==================== tmds_decoder
**tmds_decoder: gate families picked out**

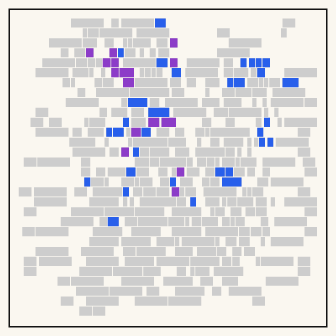

===== src/rtl/tmds_pkg.sv =====
// -----------------------------------------------------------------------------
// tmds_pkg
// Shared definitions for the TMDS encoder/decoder pair:
//   - the four 10-bit control symbols (bit 0 is the first bit on the wire)
//   - the decoder alignment FSM state type
//   - a helper that advances the bit-slip offset with wrap 9 -> 0
// -----------------------------------------------------------------------------
package tmds_pkg;

    localparam logic [9:0] CTL_SYM_00 = 10'b1101010100;
    localparam logic [9:0] CTL_SYM_01 = 10'b0010101011;
    localparam logic [9:0] CTL_SYM_10 = 10'b0101010100;
    localparam logic [9:0] CTL_SYM_11 = 10'b1010101011;

    localparam logic [3:0] OFFSET_LAST = 4'd9;

    typedef enum logic {
        ST_SEARCH = 1'b0,
        ST_LOCKED = 1'b1
    } tmds_state_e;

    function automatic logic [3:0] next_offset(input logic [3:0] off);
        return (off >= OFFSET_LAST) ? 4'd0 : off + 4'd1;
    endfunction

endpackage


===== src/rtl/tmds_sym_decode.sv =====
// -----------------------------------------------------------------------------
// tmds_sym_decode
// Purely combinational 10b -> 8b / control decode of one aligned TMDS symbol.
// Ports:
//   sym    in  10  aligned symbol, bit 0 first on the wire
//   is_ctl out 1   symbol is one of the four control symbols
//   ctl    out 2   decoded control bits {c1,c0} (0 when not a control symbol)
//   d      out 8   decoded data byte (meaningful only when is_ctl = 0)
// -----------------------------------------------------------------------------
module tmds_sym_decode
    import tmds_pkg::*;
(
    input  logic [9:0] sym,
    output logic       is_ctl,
    output logic [1:0] ctl,
    output logic [7:0] d
);

    logic [7:0] w_q;

    always_comb begin
        is_ctl = 1'b1;
        ctl    = 2'b00;
        case (sym)
            CTL_SYM_00: ctl = 2'b00;
            CTL_SYM_01: ctl = 2'b01;
            CTL_SYM_10: ctl = 2'b10;
            CTL_SYM_11: ctl = 2'b11;
            default:    is_ctl = 1'b0;
        endcase
    end

    // Bit 9 flags DC-balance inversion, bit 8 selects XOR vs XNOR chaining.
    always_comb begin
        w_q  = sym[9] ? ~sym[7:0] : sym[7:0];
        d    = 8'h00;
        d[0] = w_q[0];
        for (int i = 1; i < 8; i++) begin
            d[i] = sym[8] ? (w_q[i] ^ w_q[i-1]) : ~(w_q[i] ^ w_q[i-1]);
        end
    end

endmodule


===== src/rtl/tmds_decoder.sv =====
// -----------------------------------------------------------------------------
// tmds_decoder
// Aligns a raw deserialized TMDS word stream by bit slipping until a run of
// control symbols is seen, then decodes data/control symbols.
// Parameters:
//   LOCK_RUN  consecutive control symbols needed to declare lock
//   SLIP_WAIT cycles without a control symbol in SEARCH before a bit slip
//   LOSS_WAIT cycles without a control symbol in LOCKED before lock is dropped
// Ports:
//   clk_i    in  1   clock, rising edge
//   rst_ni   in  1   asynchronous active-low reset
//   sym_i    in  10  raw word, bit 0 earliest received
//   de_o     out 1   d_o holds a decoded data byte
//   d_o      out 8   decoded pixel byte
//   ctl_o    out 2   decoded control bits {c1,c0}
//   locked_o out 1   symbol alignment achieved
//   offset_o out 4   current bit-slip offset 0..9
// Latency: a word sampled at edge k (offset 0) is on the outputs after edge k+2.
// -----------------------------------------------------------------------------
module tmds_decoder
    import tmds_pkg::*;
#(
    parameter int LOCK_RUN  = 8,
    parameter int SLIP_WAIT = 1024,
    parameter int LOSS_WAIT = 2048
) (
    input  logic       clk_i,
    input  logic       rst_ni,
    input  logic [9:0] sym_i,
    output logic       de_o,
    output logic [7:0] d_o,
    output logic [1:0] ctl_o,
    output logic       locked_o,
    output logic [3:0] offset_o
);

    localparam int RUN_W   = $clog2(LOCK_RUN) + 1;
    localparam int TMR_MAX = (SLIP_WAIT > LOSS_WAIT) ? SLIP_WAIT : LOSS_WAIT;
    localparam int TMR_W   = $clog2(TMR_MAX) + 1;

    localparam logic [RUN_W-1:0] RUN_LOCK  = RUN_W'(LOCK_RUN);
    localparam logic [TMR_W-1:0] SLIP_LAST = TMR_W'(SLIP_WAIT - 1);
    localparam logic [TMR_W-1:0] LOSS_LAST = TMR_W'(LOSS_WAIT - 1);

    function automatic logic [RUN_W-1:0] run_inc(input logic [RUN_W-1:0] v);
        return (&v) ? v : v + 1'b1;
    endfunction

    function automatic logic [TMR_W-1:0] tmr_inc(input logic [TMR_W-1:0] v);
        return (&v) ? v : v + 1'b1;
    endfunction

    logic [9:0]       r_s1_p0;
    logic [9:0]       r_s2_p1;
    logic [3:0]       r_offset;
    logic [RUN_W-1:0] r_run;
    logic [TMR_W-1:0] r_tmr;
    tmds_state_e      r_state;
    logic             r_locked_p2;
    logic             r_de_p2;
    logic [7:0]       r_d_p2;
    logic [1:0]       r_ctl_p2;

    logic [19:0]      w_window;
    logic [9:0]       w_aligned;
    logic             w_is_ctl;
    logic [1:0]       w_ctl;
    logic [7:0]       w_d;
    logic [RUN_W-1:0] w_run_nxt;
    logic             w_lock_nxt;

    // ---- stage p1: two-word window, aligned symbol selected by offset ----
    assign w_window  = {r_s1_p0, r_s2_p1};
    assign w_aligned = w_window[{1'b0, r_offset} +: 10];

    tmds_sym_decode u_dec (
        .sym    (w_aligned),
        .is_ctl (w_is_ctl),
        .ctl    (w_ctl),
        .d      (w_d)
    );

    assign w_run_nxt = run_inc(r_run);

    // Lock status after this edge; the output stage uses it so that the
    // symbol that completes the lock run is already presented as locked,
    // and the symbol that loses lock is already forced to idle.
    always_comb begin
        if (r_state == ST_SEARCH) begin
            w_lock_nxt = w_is_ctl && (w_run_nxt >= RUN_LOCK);
        end else begin
            w_lock_nxt = w_is_ctl || (r_tmr < LOSS_LAST);
        end
    end

    // ---- stage p2: alignment FSM and registered outputs ----
    always_ff @(posedge clk_i or negedge rst_ni) begin
        if (!rst_ni) begin
            r_s1_p0     <= '0;
            r_s2_p1     <= '0;
            r_offset    <= '0;
            r_run       <= '0;
            r_tmr       <= '0;
            r_state     <= ST_SEARCH;
            r_locked_p2 <= 1'b0;
            r_de_p2     <= 1'b0;
            r_d_p2      <= '0;
            r_ctl_p2    <= '0;
        end else begin
            r_s1_p0 <= sym_i;
            r_s2_p1 <= r_s1_p0;

            if (r_state == ST_SEARCH) begin
                if (w_is_ctl) begin
                    // A control symbol beats a coinciding slip timeout.
                    r_tmr <= '0;
                    r_run <= w_run_nxt;
                    if (w_run_nxt >= RUN_LOCK) begin
                        r_state <= ST_LOCKED;
                    end
                end else begin
                    r_run <= '0;
                    if (r_tmr >= SLIP_LAST) begin
                        r_offset <= next_offset(r_offset);
                        r_tmr    <= '0;
                    end else begin
                        r_tmr <= tmr_inc(r_tmr);
                    end
                end
            end else begin
                if (w_is_ctl) begin
                    r_tmr <= '0;
                end else if (r_tmr >= LOSS_LAST) begin
                    // Offset is kept: the link most likely only glitched.
                    r_state <= ST_SEARCH;
                    r_tmr   <= '0;
                    r_run   <= '0;
                end else begin
                    r_tmr <= tmr_inc(r_tmr);
                end
            end

            r_locked_p2 <= w_lock_nxt;
            if (!w_lock_nxt) begin
                r_de_p2  <= 1'b0;
                r_d_p2   <= '0;
                r_ctl_p2 <= '0;
            end else if (w_is_ctl) begin
                r_de_p2  <= 1'b0;
                r_d_p2   <= '0;
                r_ctl_p2 <= w_ctl;
            end else begin
                r_de_p2 <= 1'b1;
                r_d_p2  <= w_d;
            end
        end
    end

    assign de_o     = r_de_p2;
    assign d_o      = r_d_p2;
    assign ctl_o    = r_ctl_p2;
    assign locked_o = r_locked_p2;
    assign offset_o = r_offset;

endmodule


===== config.mk =====
export PLATFORM = sky130hd
export DESIGN_NAME = tmds_decoder
export DESIGN_NICKNAME = d
export VERILOG_FILES = /design/src/rtl/tmds_pkg.sv /design/src/rtl/tmds_sym_decode.sv /design/src/rtl/tmds_decoder.sv
export SDC_FILE = /design/constraint.sdc
export NUM_CORES = 1
export LEC_CHECK = 0
export CAP_MARGIN = 5
export CORE_MARGIN = 2
export CORE_UTILIZATION = 45
export DETAILED_ROUTE_END_ITERATION = 7
export PLACE_DENSITY = 0.67
export SYNTH_ARGS = -nofsm -noshare
export SYNTH_HDL_FRONTEND = slang
export SYNTH_SLANG_ARGS = --single-unit

===== constraint.sdc =====
create_clock -name clk_i -period 3 [get_ports clk_i]
set_clock_uncertainty 0.15 [all_clocks]
set_input_delay 0.3 -clock clk_i [delete_from_list [all_inputs] [get_ports clk_i]]
set_output_delay 0.3 -clock clk_i [all_outputs]
set_load 0.005 [all_outputs]

==================== cache_mem_arbiter
[config.mk]
export PLATFORM = sky130hd
export DESIGN_NAME = cache_mem_arbiter
export DESIGN_NICKNAME = d
export VERILOG_FILES = /design/src/rtl/lc3b_types.sv /design/src/rtl/cache_mem_arbiter.sv
export SDC_FILE = /design/constraint.sdc
export NUM_CORES = 1
export LEC_CHECK = 0
export ABC_AREA = 1
export CORE_AREA = 2 2 273 275
export CTS_CLUSTER_SIZE = 20
export DETAILED_ROUTE_END_ITERATION = 16
export DIE_AREA = 0 0 275 277
export PLACE_DENSITY = 0.3
export SYNTH_ARGS = -nofsm -noshare
export SYNTH_HDL_FRONTEND = slang
export SYNTH_SLANG_ARGS = --single-unit
[constraint.sdc]
create_clock -name clk -period 1.9 [get_ports clk]
set_input_delay 0.285 -clock clk [delete_from_list [all_inputs] [get_ports clk]]
set_output_delay 0.285 -clock clk [all_outputs]
set_load 0.1 [all_outputs]
[src/rtl/lc3b_types.sv]
// Shared LC-3b types used by the memory arbiter.
// Line width, arbiter FSM states and requester ownership.
package lc3b_types;

    localparam int LC3B_LINE_WIDTH = 128;
    localparam int LC3B_ADDR_WIDTH = 16;

    typedef logic [LC3B_LINE_WIDTH-1:0] lc3b_pmem_line;

    typedef enum logic [1:0] {
        IDLE  = 2'd0,
        I_ACC = 2'd1,
        D_ACC = 2'd2
    } lc3b_arb_state;

    typedef enum logic {
        OWN_I = 1'b0,
        OWN_D = 1'b1
    } lc3b_arb_owner;

endpackage

[src/rtl/cache_mem_arbiter.sv]
// Grants the physical-memory line port to the I-cache or D-cache, one transaction at a time.
// Define ARB_ROUND_ROBIN_EN to alternate grants on contention instead of fixed D-over-I priority.
module cache_mem_arbiter
    import lc3b_types::*;
#(
    parameter int LINE_WIDTH = 128,
    parameter int ADDR_WIDTH = 16
) (
    input  logic                  clk,
    input  logic                  reset,
    input  logic                  i_pmem_read,
    input  logic [ADDR_WIDTH-1:0] i_pmem_address,
    output logic [LINE_WIDTH-1:0] i_pmem_rdata,
    output logic                  i_pmem_resp,
    input  logic                  d_pmem_read,
    input  logic                  d_pmem_write,
    input  logic [ADDR_WIDTH-1:0] d_pmem_address,
    input  logic [LINE_WIDTH-1:0] d_pmem_wdata,
    output logic [LINE_WIDTH-1:0] d_pmem_rdata,
    output logic                  d_pmem_resp,
    output logic                  pmem_read,
    output logic                  pmem_write,
    output logic [ADDR_WIDTH-1:0] pmem_address,
    output logic [LINE_WIDTH-1:0] pmem_wdata,
    input  logic [LINE_WIDTH-1:0] pmem_rdata,
    input  logic                  pmem_resp
);

    lc3b_arb_state state, next_state, both_grant, out_state;
    logic          d_req;

    assign d_req = d_pmem_read | d_pmem_write;

`ifdef ARB_ROUND_ROBIN_EN
    lc3b_arb_owner last_grant;

    // On contention, hand the port to whoever was not served last.
    assign both_grant = (last_grant == OWN_D) ? I_ACC : D_ACC;

    always_ff @(posedge clk) begin
        if (reset) begin
            last_grant <= OWN_I;
        end else if (state == IDLE && next_state == I_ACC) begin
            last_grant <= OWN_I;
        end else if (state == IDLE && next_state == D_ACC) begin
            last_grant <= OWN_D;
        end
    end
`else
    // D-cache misses stall older instructions in MEM, so D wins ties.
    assign both_grant = D_ACC;
`endif

    // NOTE: every combinational output gets a default before the case so no path leaves it unassigned (no latch).
    always_comb begin
        next_state = state;
        case (state)
            IDLE: begin
                if (d_req && i_pmem_read) next_state = both_grant;
                else if (d_req)           next_state = D_ACC;
                else if (i_pmem_read)     next_state = I_ACC;
            end
            I_ACC, D_ACC: begin
                if (pmem_resp) next_state = IDLE;
            end
            default: next_state = IDLE;
        endcase
    end

    // NOTE: state flops use non-blocking assignment so all flops update from pre-edge values.
    always_ff @(posedge clk) begin
        if (reset) state <= IDLE;
        else       state <= next_state;
    end

    // Outputs are held low for the whole reset cycle, even before the state flop clears.
    assign out_state = reset ? IDLE : state;

    always_comb begin
        pmem_read    = 1'b0;
        pmem_write   = 1'b0;
        pmem_address = '0;
        pmem_wdata   = '0;
        i_pmem_rdata = '0;
        i_pmem_resp  = 1'b0;
        d_pmem_rdata = '0;
        d_pmem_resp  = 1'b0;
        case (out_state)
            I_ACC: begin
                pmem_read    = 1'b1;
                pmem_address = i_pmem_address;
                i_pmem_rdata = pmem_rdata;
                i_pmem_resp  = pmem_resp;
            end
            D_ACC: begin
                // Write takes precedence if a misbehaving D-cache asserts both.
                pmem_read    = d_pmem_read & ~d_pmem_write;
                pmem_write   = d_pmem_write;
                pmem_address = d_pmem_address;
                pmem_wdata   = d_pmem_wdata;
                d_pmem_rdata = pmem_rdata;
                d_pmem_resp  = pmem_resp;
            end
            default: ;
        endcase
    end

endmodule

==================== top_memory_access
**src/rtl/top_memory_access.sv**
```systemverilog
// Memory-access stage: forwards execute results to write-back, runs loads/stores over a req/ack bus.
// Latency 1 cycle for non-bus ops, 2+ cycles for bus ops; stall_memory holds the pipeline while a transfer is pending.
module top_memory_access #(
  parameter int XLEN      = 32,
  parameter int OPLEN     = 16,
  parameter int LOAD_BIT  = 0,
  parameter int STORE_BIT = 1,
  parameter int F3_LSB    = 2,
  parameter int TIMEOUT   = 16
) (
  input  logic             clk,
  input  logic             rst_n,
  input  logic             phase_memory,
  input  logic [OPLEN-1:0] decoded_op_em,
  input  logic [XLEN-1:0]  alu_out_em,
  input  logic [XLEN-1:0]  rs2data_em,
  input  logic [4:0]       rdsel_em,
  input  logic [XLEN-1:0]  next_pc_em,
  input  logic             jump_state_em,
  output logic             dmem_req,
  output logic             dmem_we,
  output logic [XLEN-1:0]  dmem_addr,
  output logic [3:0]       dmem_be,
  output logic [XLEN-1:0]  dmem_wdata,
  input  logic             dmem_ack,
  input  logic [XLEN-1:0]  dmem_rdata,
  output logic [OPLEN-1:0] decoded_op_mw,
  output logic [4:0]       rdsel_mw,
  output logic [XLEN-1:0]  next_pc_mw,
  output logic             jump_state_mw,
  output logic [XLEN-1:0]  alu_out_mw,
  output logic [XLEN-1:0]  rd_data_mw,
  output logic             misalign_mw,
  output logic             err_mw,
  output logic             stall_memory
);

  localparam int CW = (TIMEOUT > 1) ? $clog2(TIMEOUT) : 1;
  localparam logic [CW-1:0] CNT_LAST = CW'(TIMEOUT - 1);

  typedef enum logic {IDLE = 1'b0, ACCESS = 1'b1} state_t;

  state_t           state_q;
  logic [CW-1:0]    cnt_q;
  logic [OPLEN-1:0] op_q;
  logic [4:0]       rdsel_q;
  logic [XLEN-1:0]  npc_q;
  logic [XLEN-1:0]  alu_q;
  logic             jmp_q;

  logic             is_ld, memop, illegal, misal, start, acc, timeout_hit;
  logic [2:0]       f3;
  logic [1:0]       a_lo;
  logic [3:0]       be_n;
  logic [XLEN-1:0]  wdata_n;
  logic [XLEN-1:0]  ld_sh, ld_ext;
  logic             lat_vld, lat_err, lat_mis;
  logic [XLEN-1:0]  lat_rd;
  logic [OPLEN-1:0] src_op;
  logic [4:0]       src_rdsel;
  logic [XLEN-1:0]  src_npc, src_alu;
  logic             src_jmp;

  assign is_ld   = decoded_op_em[LOAD_BIT];
  assign memop   = decoded_op_em[LOAD_BIT] | decoded_op_em[STORE_BIT];
  assign f3      = decoded_op_em[F3_LSB +: 3];
  assign a_lo    = alu_out_em[1:0];
  // Loads allow LB/LH/LW/LBU/LHU; stores only SB/SH/SW.
  assign illegal = is_ld ? (f3 == 3'b011 || f3[2:1] == 2'b11) : (f3 > 3'b010);
  assign misal   = (f3[1:0] == 2'b01 && a_lo[0]) || (f3[1:0] == 2'b10 && a_lo != 2'b00);
  assign acc     = (state_q == ACCESS);
  assign start   = !acc && phase_memory && memop && !illegal && !misal;
  assign timeout_hit = (cnt_q == CNT_LAST);

  assign stall_memory = rst_n && (acc ? !(dmem_ack || timeout_hit) : start);

  always_comb begin
    be_n    = 4'b1111;
    wdata_n = rs2data_em;
    case (f3[1:0])
      2'b00: begin
        be_n    = 4'b0001 << a_lo;
        wdata_n = {4{rs2data_em[7:0]}};
      end
      2'b01: begin
        be_n    = a_lo[1] ? 4'b1100 : 4'b0011;
        wdata_n = {2{rs2data_em[15:0]}};
      end
      default: ;
    endcase
  end

  always_comb begin
    ld_sh = dmem_rdata >> {alu_q[1:0], 3'b000};
    case (op_q[F3_LSB +: 3])
      3'b000:  ld_ext = {{24{ld_sh[7]}}, ld_sh[7:0]};
      3'b001:  ld_ext = {{16{ld_sh[15]}}, ld_sh[15:0]};
      3'b100:  ld_ext = {24'd0, ld_sh[7:0]};
      3'b101:  ld_ext = {16'd0, ld_sh[15:0]};
      default: ld_ext = ld_sh;
    endcase
  end

  // Bus ops latch from the copy captured at request time, so upstream need not hold inputs.
  assign src_op    = acc ? op_q    : decoded_op_em;
  assign src_rdsel = acc ? rdsel_q : rdsel_em;
  assign src_npc   = acc ? npc_q   : next_pc_em;
  assign src_alu   = acc ? alu_q   : alu_out_em;
  assign src_jmp   = acc ? jmp_q   : jump_state_em;

  always_comb begin
    lat_vld = 1'b0;
    lat_rd  = '0;
    lat_err = 1'b0;
    lat_mis = 1'b0;
    if (!acc) begin
      if (phase_memory) begin
        if (!memop) begin
          lat_vld = 1'b1;
          lat_rd  = alu_out_em;
        end else if (illegal) begin
          lat_vld = 1'b1;
          lat_err = 1'b1;
        end else if (misal) begin
          lat_vld = 1'b1;
          lat_mis = 1'b1;
        end
      end
    end else if (dmem_ack) begin
      lat_vld = 1'b1;
      lat_rd  = op_q[LOAD_BIT] ? ld_ext : alu_q;
    end else if (timeout_hit) begin
      lat_vld = 1'b1;
      lat_err = 1'b1;
    end
  end

  always_ff @(posedge clk or negedge rst_n) begin
    if (!rst_n) begin
      state_q       <= IDLE;
      cnt_q         <= '0;
      op_q          <= '0;
      rdsel_q       <= '0;
      npc_q         <= '0;
      alu_q         <= '0;
      jmp_q         <= 1'b0;
      dmem_req      <= 1'b0;
      dmem_we       <= 1'b0;
      dmem_addr     <= '0;
      dmem_be       <= '0;
      dmem_wdata    <= '0;
      decoded_op_mw <= '0;
      rdsel_mw      <= '0;
      next_pc_mw    <= '0;
      jump_state_mw <= 1'b0;
      alu_out_mw    <= '0;
      rd_data_mw    <= '0;
      misalign_mw   <= 1'b0;
      err_mw        <= 1'b0;
    end else begin
      case (state_q)
        IDLE: begin
          if (start) begin
            dmem_req   <= 1'b1;
            dmem_we    <= !is_ld;
            dmem_addr  <= {alu_out_em[XLEN-1:2], 2'b00};
            dmem_be    <= be_n;
            dmem_wdata <= wdata_n;
            cnt_q      <= '0;
            op_q       <= decoded_op_em;
            rdsel_q    <= rdsel_em;
            npc_q      <= next_pc_em;
            alu_q      <= alu_out_em;
            jmp_q      <= jump_state_em;
            state_q    <= ACCESS;
          end
        end
        ACCESS: begin
          if (dmem_ack || timeout_hit) begin
            dmem_req <= 1'b0;
            state_q  <= IDLE;
          end else begin
            cnt_q <= cnt_q + CW'(1);
          end
        end
        default: state_q <= IDLE;
      endcase
      if (lat_vld) begin
        decoded_op_mw <= src_op;
        rdsel_mw      <= src_rdsel;
        next_pc_mw    <= src_npc;
        jump_state_mw <= src_jmp;
        alu_out_mw    <= src_alu;
        rd_data_mw    <= lat_rd;
        err_mw        <= lat_err;
        misalign_mw   <= lat_mis;
      end
    end
  end

endmodule

```
**config.mk**
```make
export PLATFORM = sky130hd
export DESIGN_NAME = top_memory_access
export DESIGN_NICKNAME = d
export VERILOG_FILES = /design/src/rtl/top_memory_access.sv
export SDC_FILE = /design/constraint.sdc
export NUM_CORES = 1
export LEC_CHECK = 0
export CORE_AREA = 2 2 172 174
export DETAILED_ROUTE_END_ITERATION = 10
export DIE_AREA = 0 0 174 176
export GPL_ROUTABILITY_DRIVEN = 0
export PLACE_DENSITY = 0.87
export SLEW_MARGIN = 15
export SYNTH_ARGS = -nofsm -noshare
export SYNTH_HDL_FRONTEND = slang
export SYNTH_SLANG_ARGS = --single-unit
```
**constraint.sdc**
```tcl
create_clock -name clk -period 2.1 [get_ports clk]
set_input_delay 0.21 -clock clk [delete_from_list [all_inputs] [get_ports clk]]
set_output_delay 0.21 -clock clk [all_outputs]
set_load 0.02 [all_outputs]
```
**tmds_decoder: met1 routing**

Scale bar: 20 um. Supply wires on this layer in gray.
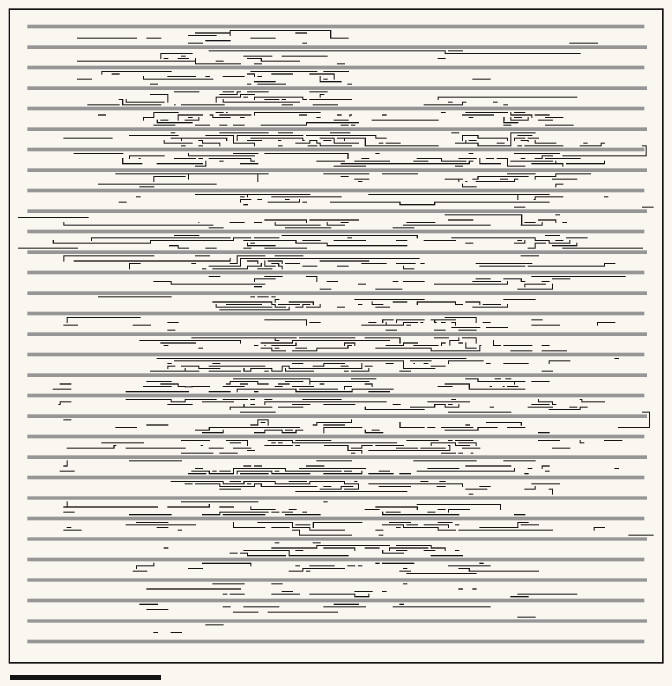
wire length on this layer = 2,970 um
share of all routed wire = 44%
longest straight run = 40.9 um
main direction = horizontal
nets with wire on the layer = 318

**tmds_decoder: the metal 2 layer**

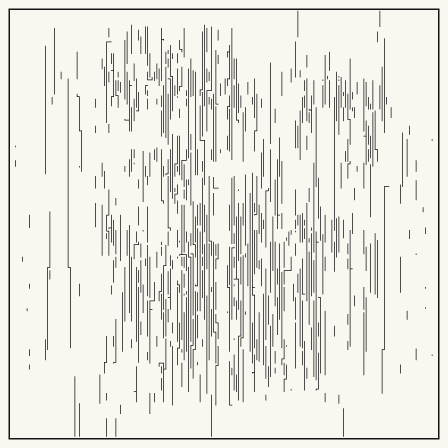
wire length on this layer = 3,290 um
main direction = vertical
longest straight run = 38.1 um

About 'gate families picked out' of tmds_decoder:
blue -> aoi and oai cells  # cells 32
purple -> and/or cells  # cells 15
most numerous logic cell after layout: dfrtp_1
combinational share of cell area: 43.43%
non-filler cells, final: 411

==> Changelog: implementation, tmds_decoder <==
## Implementation

- Outcome: finished, violations left
- Failing checks: negative setup slack
- Final period util: 104.2%
- Residual DRC: 0
- Yosys stat area: 3064 um2
- Comb. cell area: 1742 um2
- Uppermost layer routed: met4
- Dpl cells: 386
- Slew margin rel.: 46.54%
- Sw power: 0.4359 mW
- Latency at later pin: 0.32 ns
- Met1 usage: 26.18%
- Met3 wire length: 359 um
- Final nets: 355
- CP Depth: 12
- First-pass GRT wire length: 10,970 um
- Yosys cell count: 269
- Largest cell class: multi-input combinational cells
- Post-synthesis sequential area ratio: 43.28%
- Setup violations, final: 26
- Adder Share, Synth: 5.635%
- PortBufs: 27
- Final WS setup: -0.1264 ns
- FF-to-FF Start: offset_o[0]
- Gr usage total: 18.95%
- Total number of vias: 2,339
- Filler cells: 561
- RD Place Congestion: 0.9368
- Combinational Power: 0.275 mW
## tmds_decoder: synthesized netlist by cell type, types with 3 or more instances
cell type / instances / area [um2]
o21ai_1: 3 / 15.01
o21a_1: 3 / 22.52
xnor2_1: 10 / 87.58
mux4_2: 17 / 382.9
a21oi_1: 10 / 50.05
nand2b_1: 4 / 25.02
mux2i_1: 16 / 160.2
buf_6: 3 / 33.78
dfrtp_1: 53 / 1326
nand2_1: 15 / 56.30
inv_1: 16 / 60.06
buf_2: 6 / 30.03
and3_1: 7 / 43.79
nand4_1: 4 / 25.02
ha_1: 13 / 162.7
xor2_1: 8 / 70.07
nor2_1: 25 / 93.84
o21ai_0: 7 / 35.03
nand3_1: 8 / 40.04
## tmds_decoder: registers in the layout, summed over array words and instances (netlist names)
name,cells
r_state,1
r_s2_p1,10
offset_o,4
r_tmr,12
r_s1_p0,10
d_o,8
ctl_o,2
r_run,4
locked_o,1
de_o,1
**top_memory_access: clock nets**

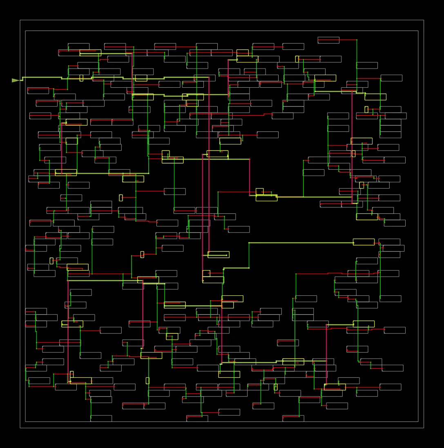
seq_cells: 249
# clk buffers: 45
Inserted Clock Buffers: 29

==> Changelog: implementation, top_memory_access <==
## Implementation

- Outcome: finished, violations left
- Failing checks: negative setup slack
- Top-count cell post-synth: mux2_2
- Fraction of layout instances using a drive strength above 1: 34.17%
- Non-filler cells, final: 1,698
- Final Power: 20.43 mW
- Yosys aoi share: 8.821%
- DR iter-0 viols: 670
- ANT nets after route: 0
- Largest net degree at the start of global routing: 139
- Most numerous logic cell after layout: clkdlybuf4s50_1
- Yosys stat area: 12,480 um2
- Final WS setup: -0.02200 ns
- Final instance area: 17,730 um2
- Setup violations, final: 33
-- top_memory_access: sequential cells by signal, indices dropped and copies added (netlist names) --
| register | count |
|---|---|
| dmem_wdata | 32 |
| rdsel_mw | 5 |
| acc | 1 |
| next_pc_mw | 32 |
| cnt_q | 4 |
| rdsel_q | 5 |
| op_q | 16 |
| jmp_q | 1 |
| err_mw | 1 |
| npc_q | 32 |
| alu_out_mw | 32 |
| decoded_op_mw | 16 |
| rd_data_mw | 32 |
| dmem_be | 4 |
| dmem_req | 1 |
| alu_q | 32 |
| jump_state_mw | 1 |
| dmem_we | 1 |
| misalign_mw | 1 |
-- top_memory_access: cell type report --
| cell class | count | area, um2 | area share, % |
|---|---|---|---|
| Sequential cell | 249 | 6235 | 35.16 |
| Multi-Input combinational cell | 561 | 5568 | 31.40 |
| Timing Repair Buffer | 422 | 4449 | 25.09 |
| Clock buffer | 45 | 845.8 | 4.770 |
| Tap cell | 384 | 480.5 | 2.709 |
| Inverter | 33 | 123.9 | 0.6985 |
| Clock inverter | 4 | 31.28 | 0.1764 |
-- top_memory_access: power by group --
group	internal (mW)	leakage (nW)	switching [mW]
Clock	2.75	0.430	1.99
Combinational	4.52	3.94	3.86
Sequential	6.28	3.00	1.04
**cache_mem_arbiter: clock nets**

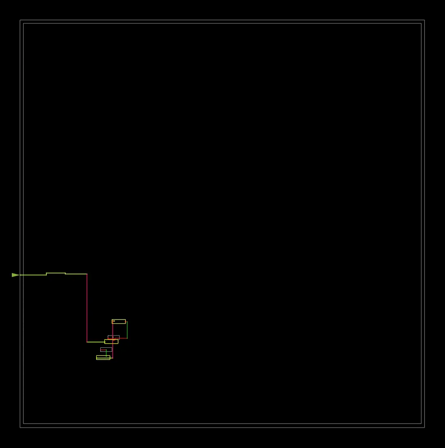
Latency at later pin: 0.22 ns
Clock Skews: 0.003720 ns

==> Changelog: implementation, cache_mem_arbiter <==
## Implementation

- Worst path bufs/invs: 5
- Die Footprint: 76,180 um2
- Crit start category: register
- Final Power: 7.003 mW
- Mapped Area: 3700 um2
- Largest net degree at the start of global routing: 28
- DP Area: 17,230 um2
- Yosys aoi share: 2.469%
- Final period util: 108.0%
- Failing checks: negative setup slack
- Final nets: 1,918
- Number of non-clock inverters in the layout: 395
- CP peak stage delay: 0.31 ns
- Non-filler cells, final: 2,589
- Outcome: finished, violations left
- CTS sink count: 2
- Worst-path clk slew: 0.03 ns
- Hold path depth: 2
- Setup TNS: -21.11 ns
- CP Capture Type: primary output
- Signal buffers: 763
- Yosys stat area: 3700 um2
- Comb_multi_in: 456
- CTS tree: yes
- Final WS setup: -0.1527 ns
- Final WL: 42,370 um
- Combinational share of cell area: 12.18%
- Setup violations, final: 358
- Met2 GRT Util: 20.58%
- RSZ-0062 raised after global routing: true
- CTS resizes: 98
- Hold Path Class: register to register
- Worst hold slack: 0.4899 ns
[cache_mem_arbiter: metal layers]
metal	vias to the layer above	routed length [um]
met5	-	144
met4	24	329
met3	37	5341
met2	428	22980
met1	3354	13570
li1	3742	-
[cache_mem_arbiter: how the worst max path moves through the flow]
| stage | start | to | slack [ns] | cells after the start |
|---|---|---|---|---|
| finish | state[1] | pmem_read | -0.15 | 9 |
| global placement | reset | pmem_address[2] | -0.49 | 8 |
| detailed placement | reset | pmem_address[2] | -0.53 | 8 |
| floorplan | state[1] | pmem_address[0] | -0.04 | 7 |
| global route | state[1] | pmem_address[3] | -0.22 | 8 |
| CTS | state[1] | i_pmem_rdata[116] | -0.17 | 9 |
[cache_mem_arbiter: tightest hold or removal path, cell delays in order (launching register included)]
cell     delay (ns)
dfxtp_2        0.32
a21oi_1        0.04
nor2_1         0.09
[cache_mem_arbiter: report_power, final]
group / switching (mW) / internal, mW / leakage (nW)
registers: 0.00261 / 0.0488 / 0.0172
logic: 4.16 / 2.47 / 6.71
clock network: 0.0536 / 0.268 / 0.0370
[cache_mem_arbiter: cells by family after synthesis]
group	Yosys count
and+or+nand+nor	435
buffers and inverters	444
AOI/OAI and AO/OA	18
DFF	2
adders and majority gates	3

## Gallery

The metal 3 layer.
image #1
Scale bar: 20 um. Cells faint in the background.
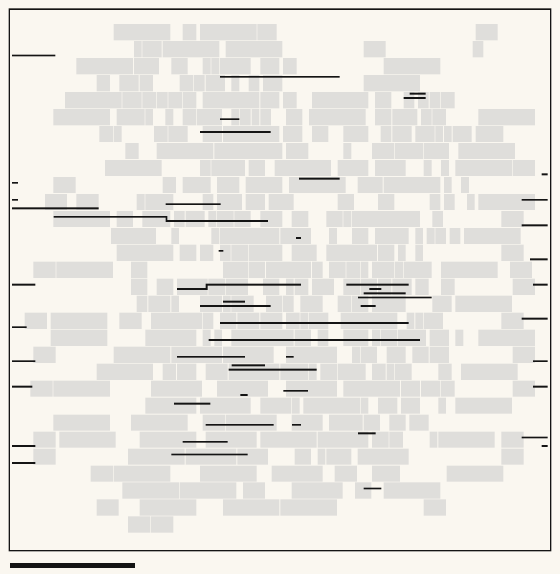
image #2
Scale bar: 100 um. Cells faint in the background.
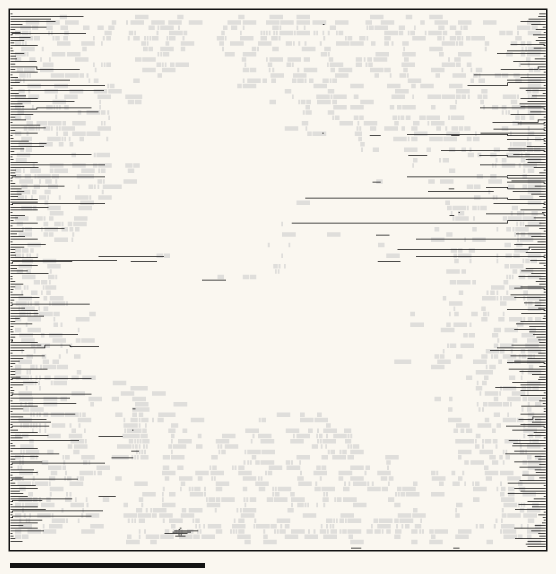
image #3
Scale bar: 50 um. Cells faint in the background.
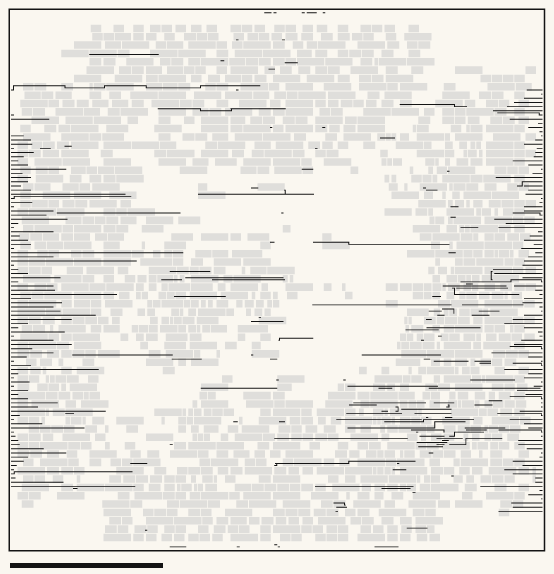
| from | picture |
|---|---|
| tmds_decoder | image #1 |
| cache_mem_arbiter | image #2 |
| top_memory_access | image #3 |
The one with the smallest die is image #1.
The one with the largest die is image #2.


No activity file was given, so power comes from the tool's default toggle rates.
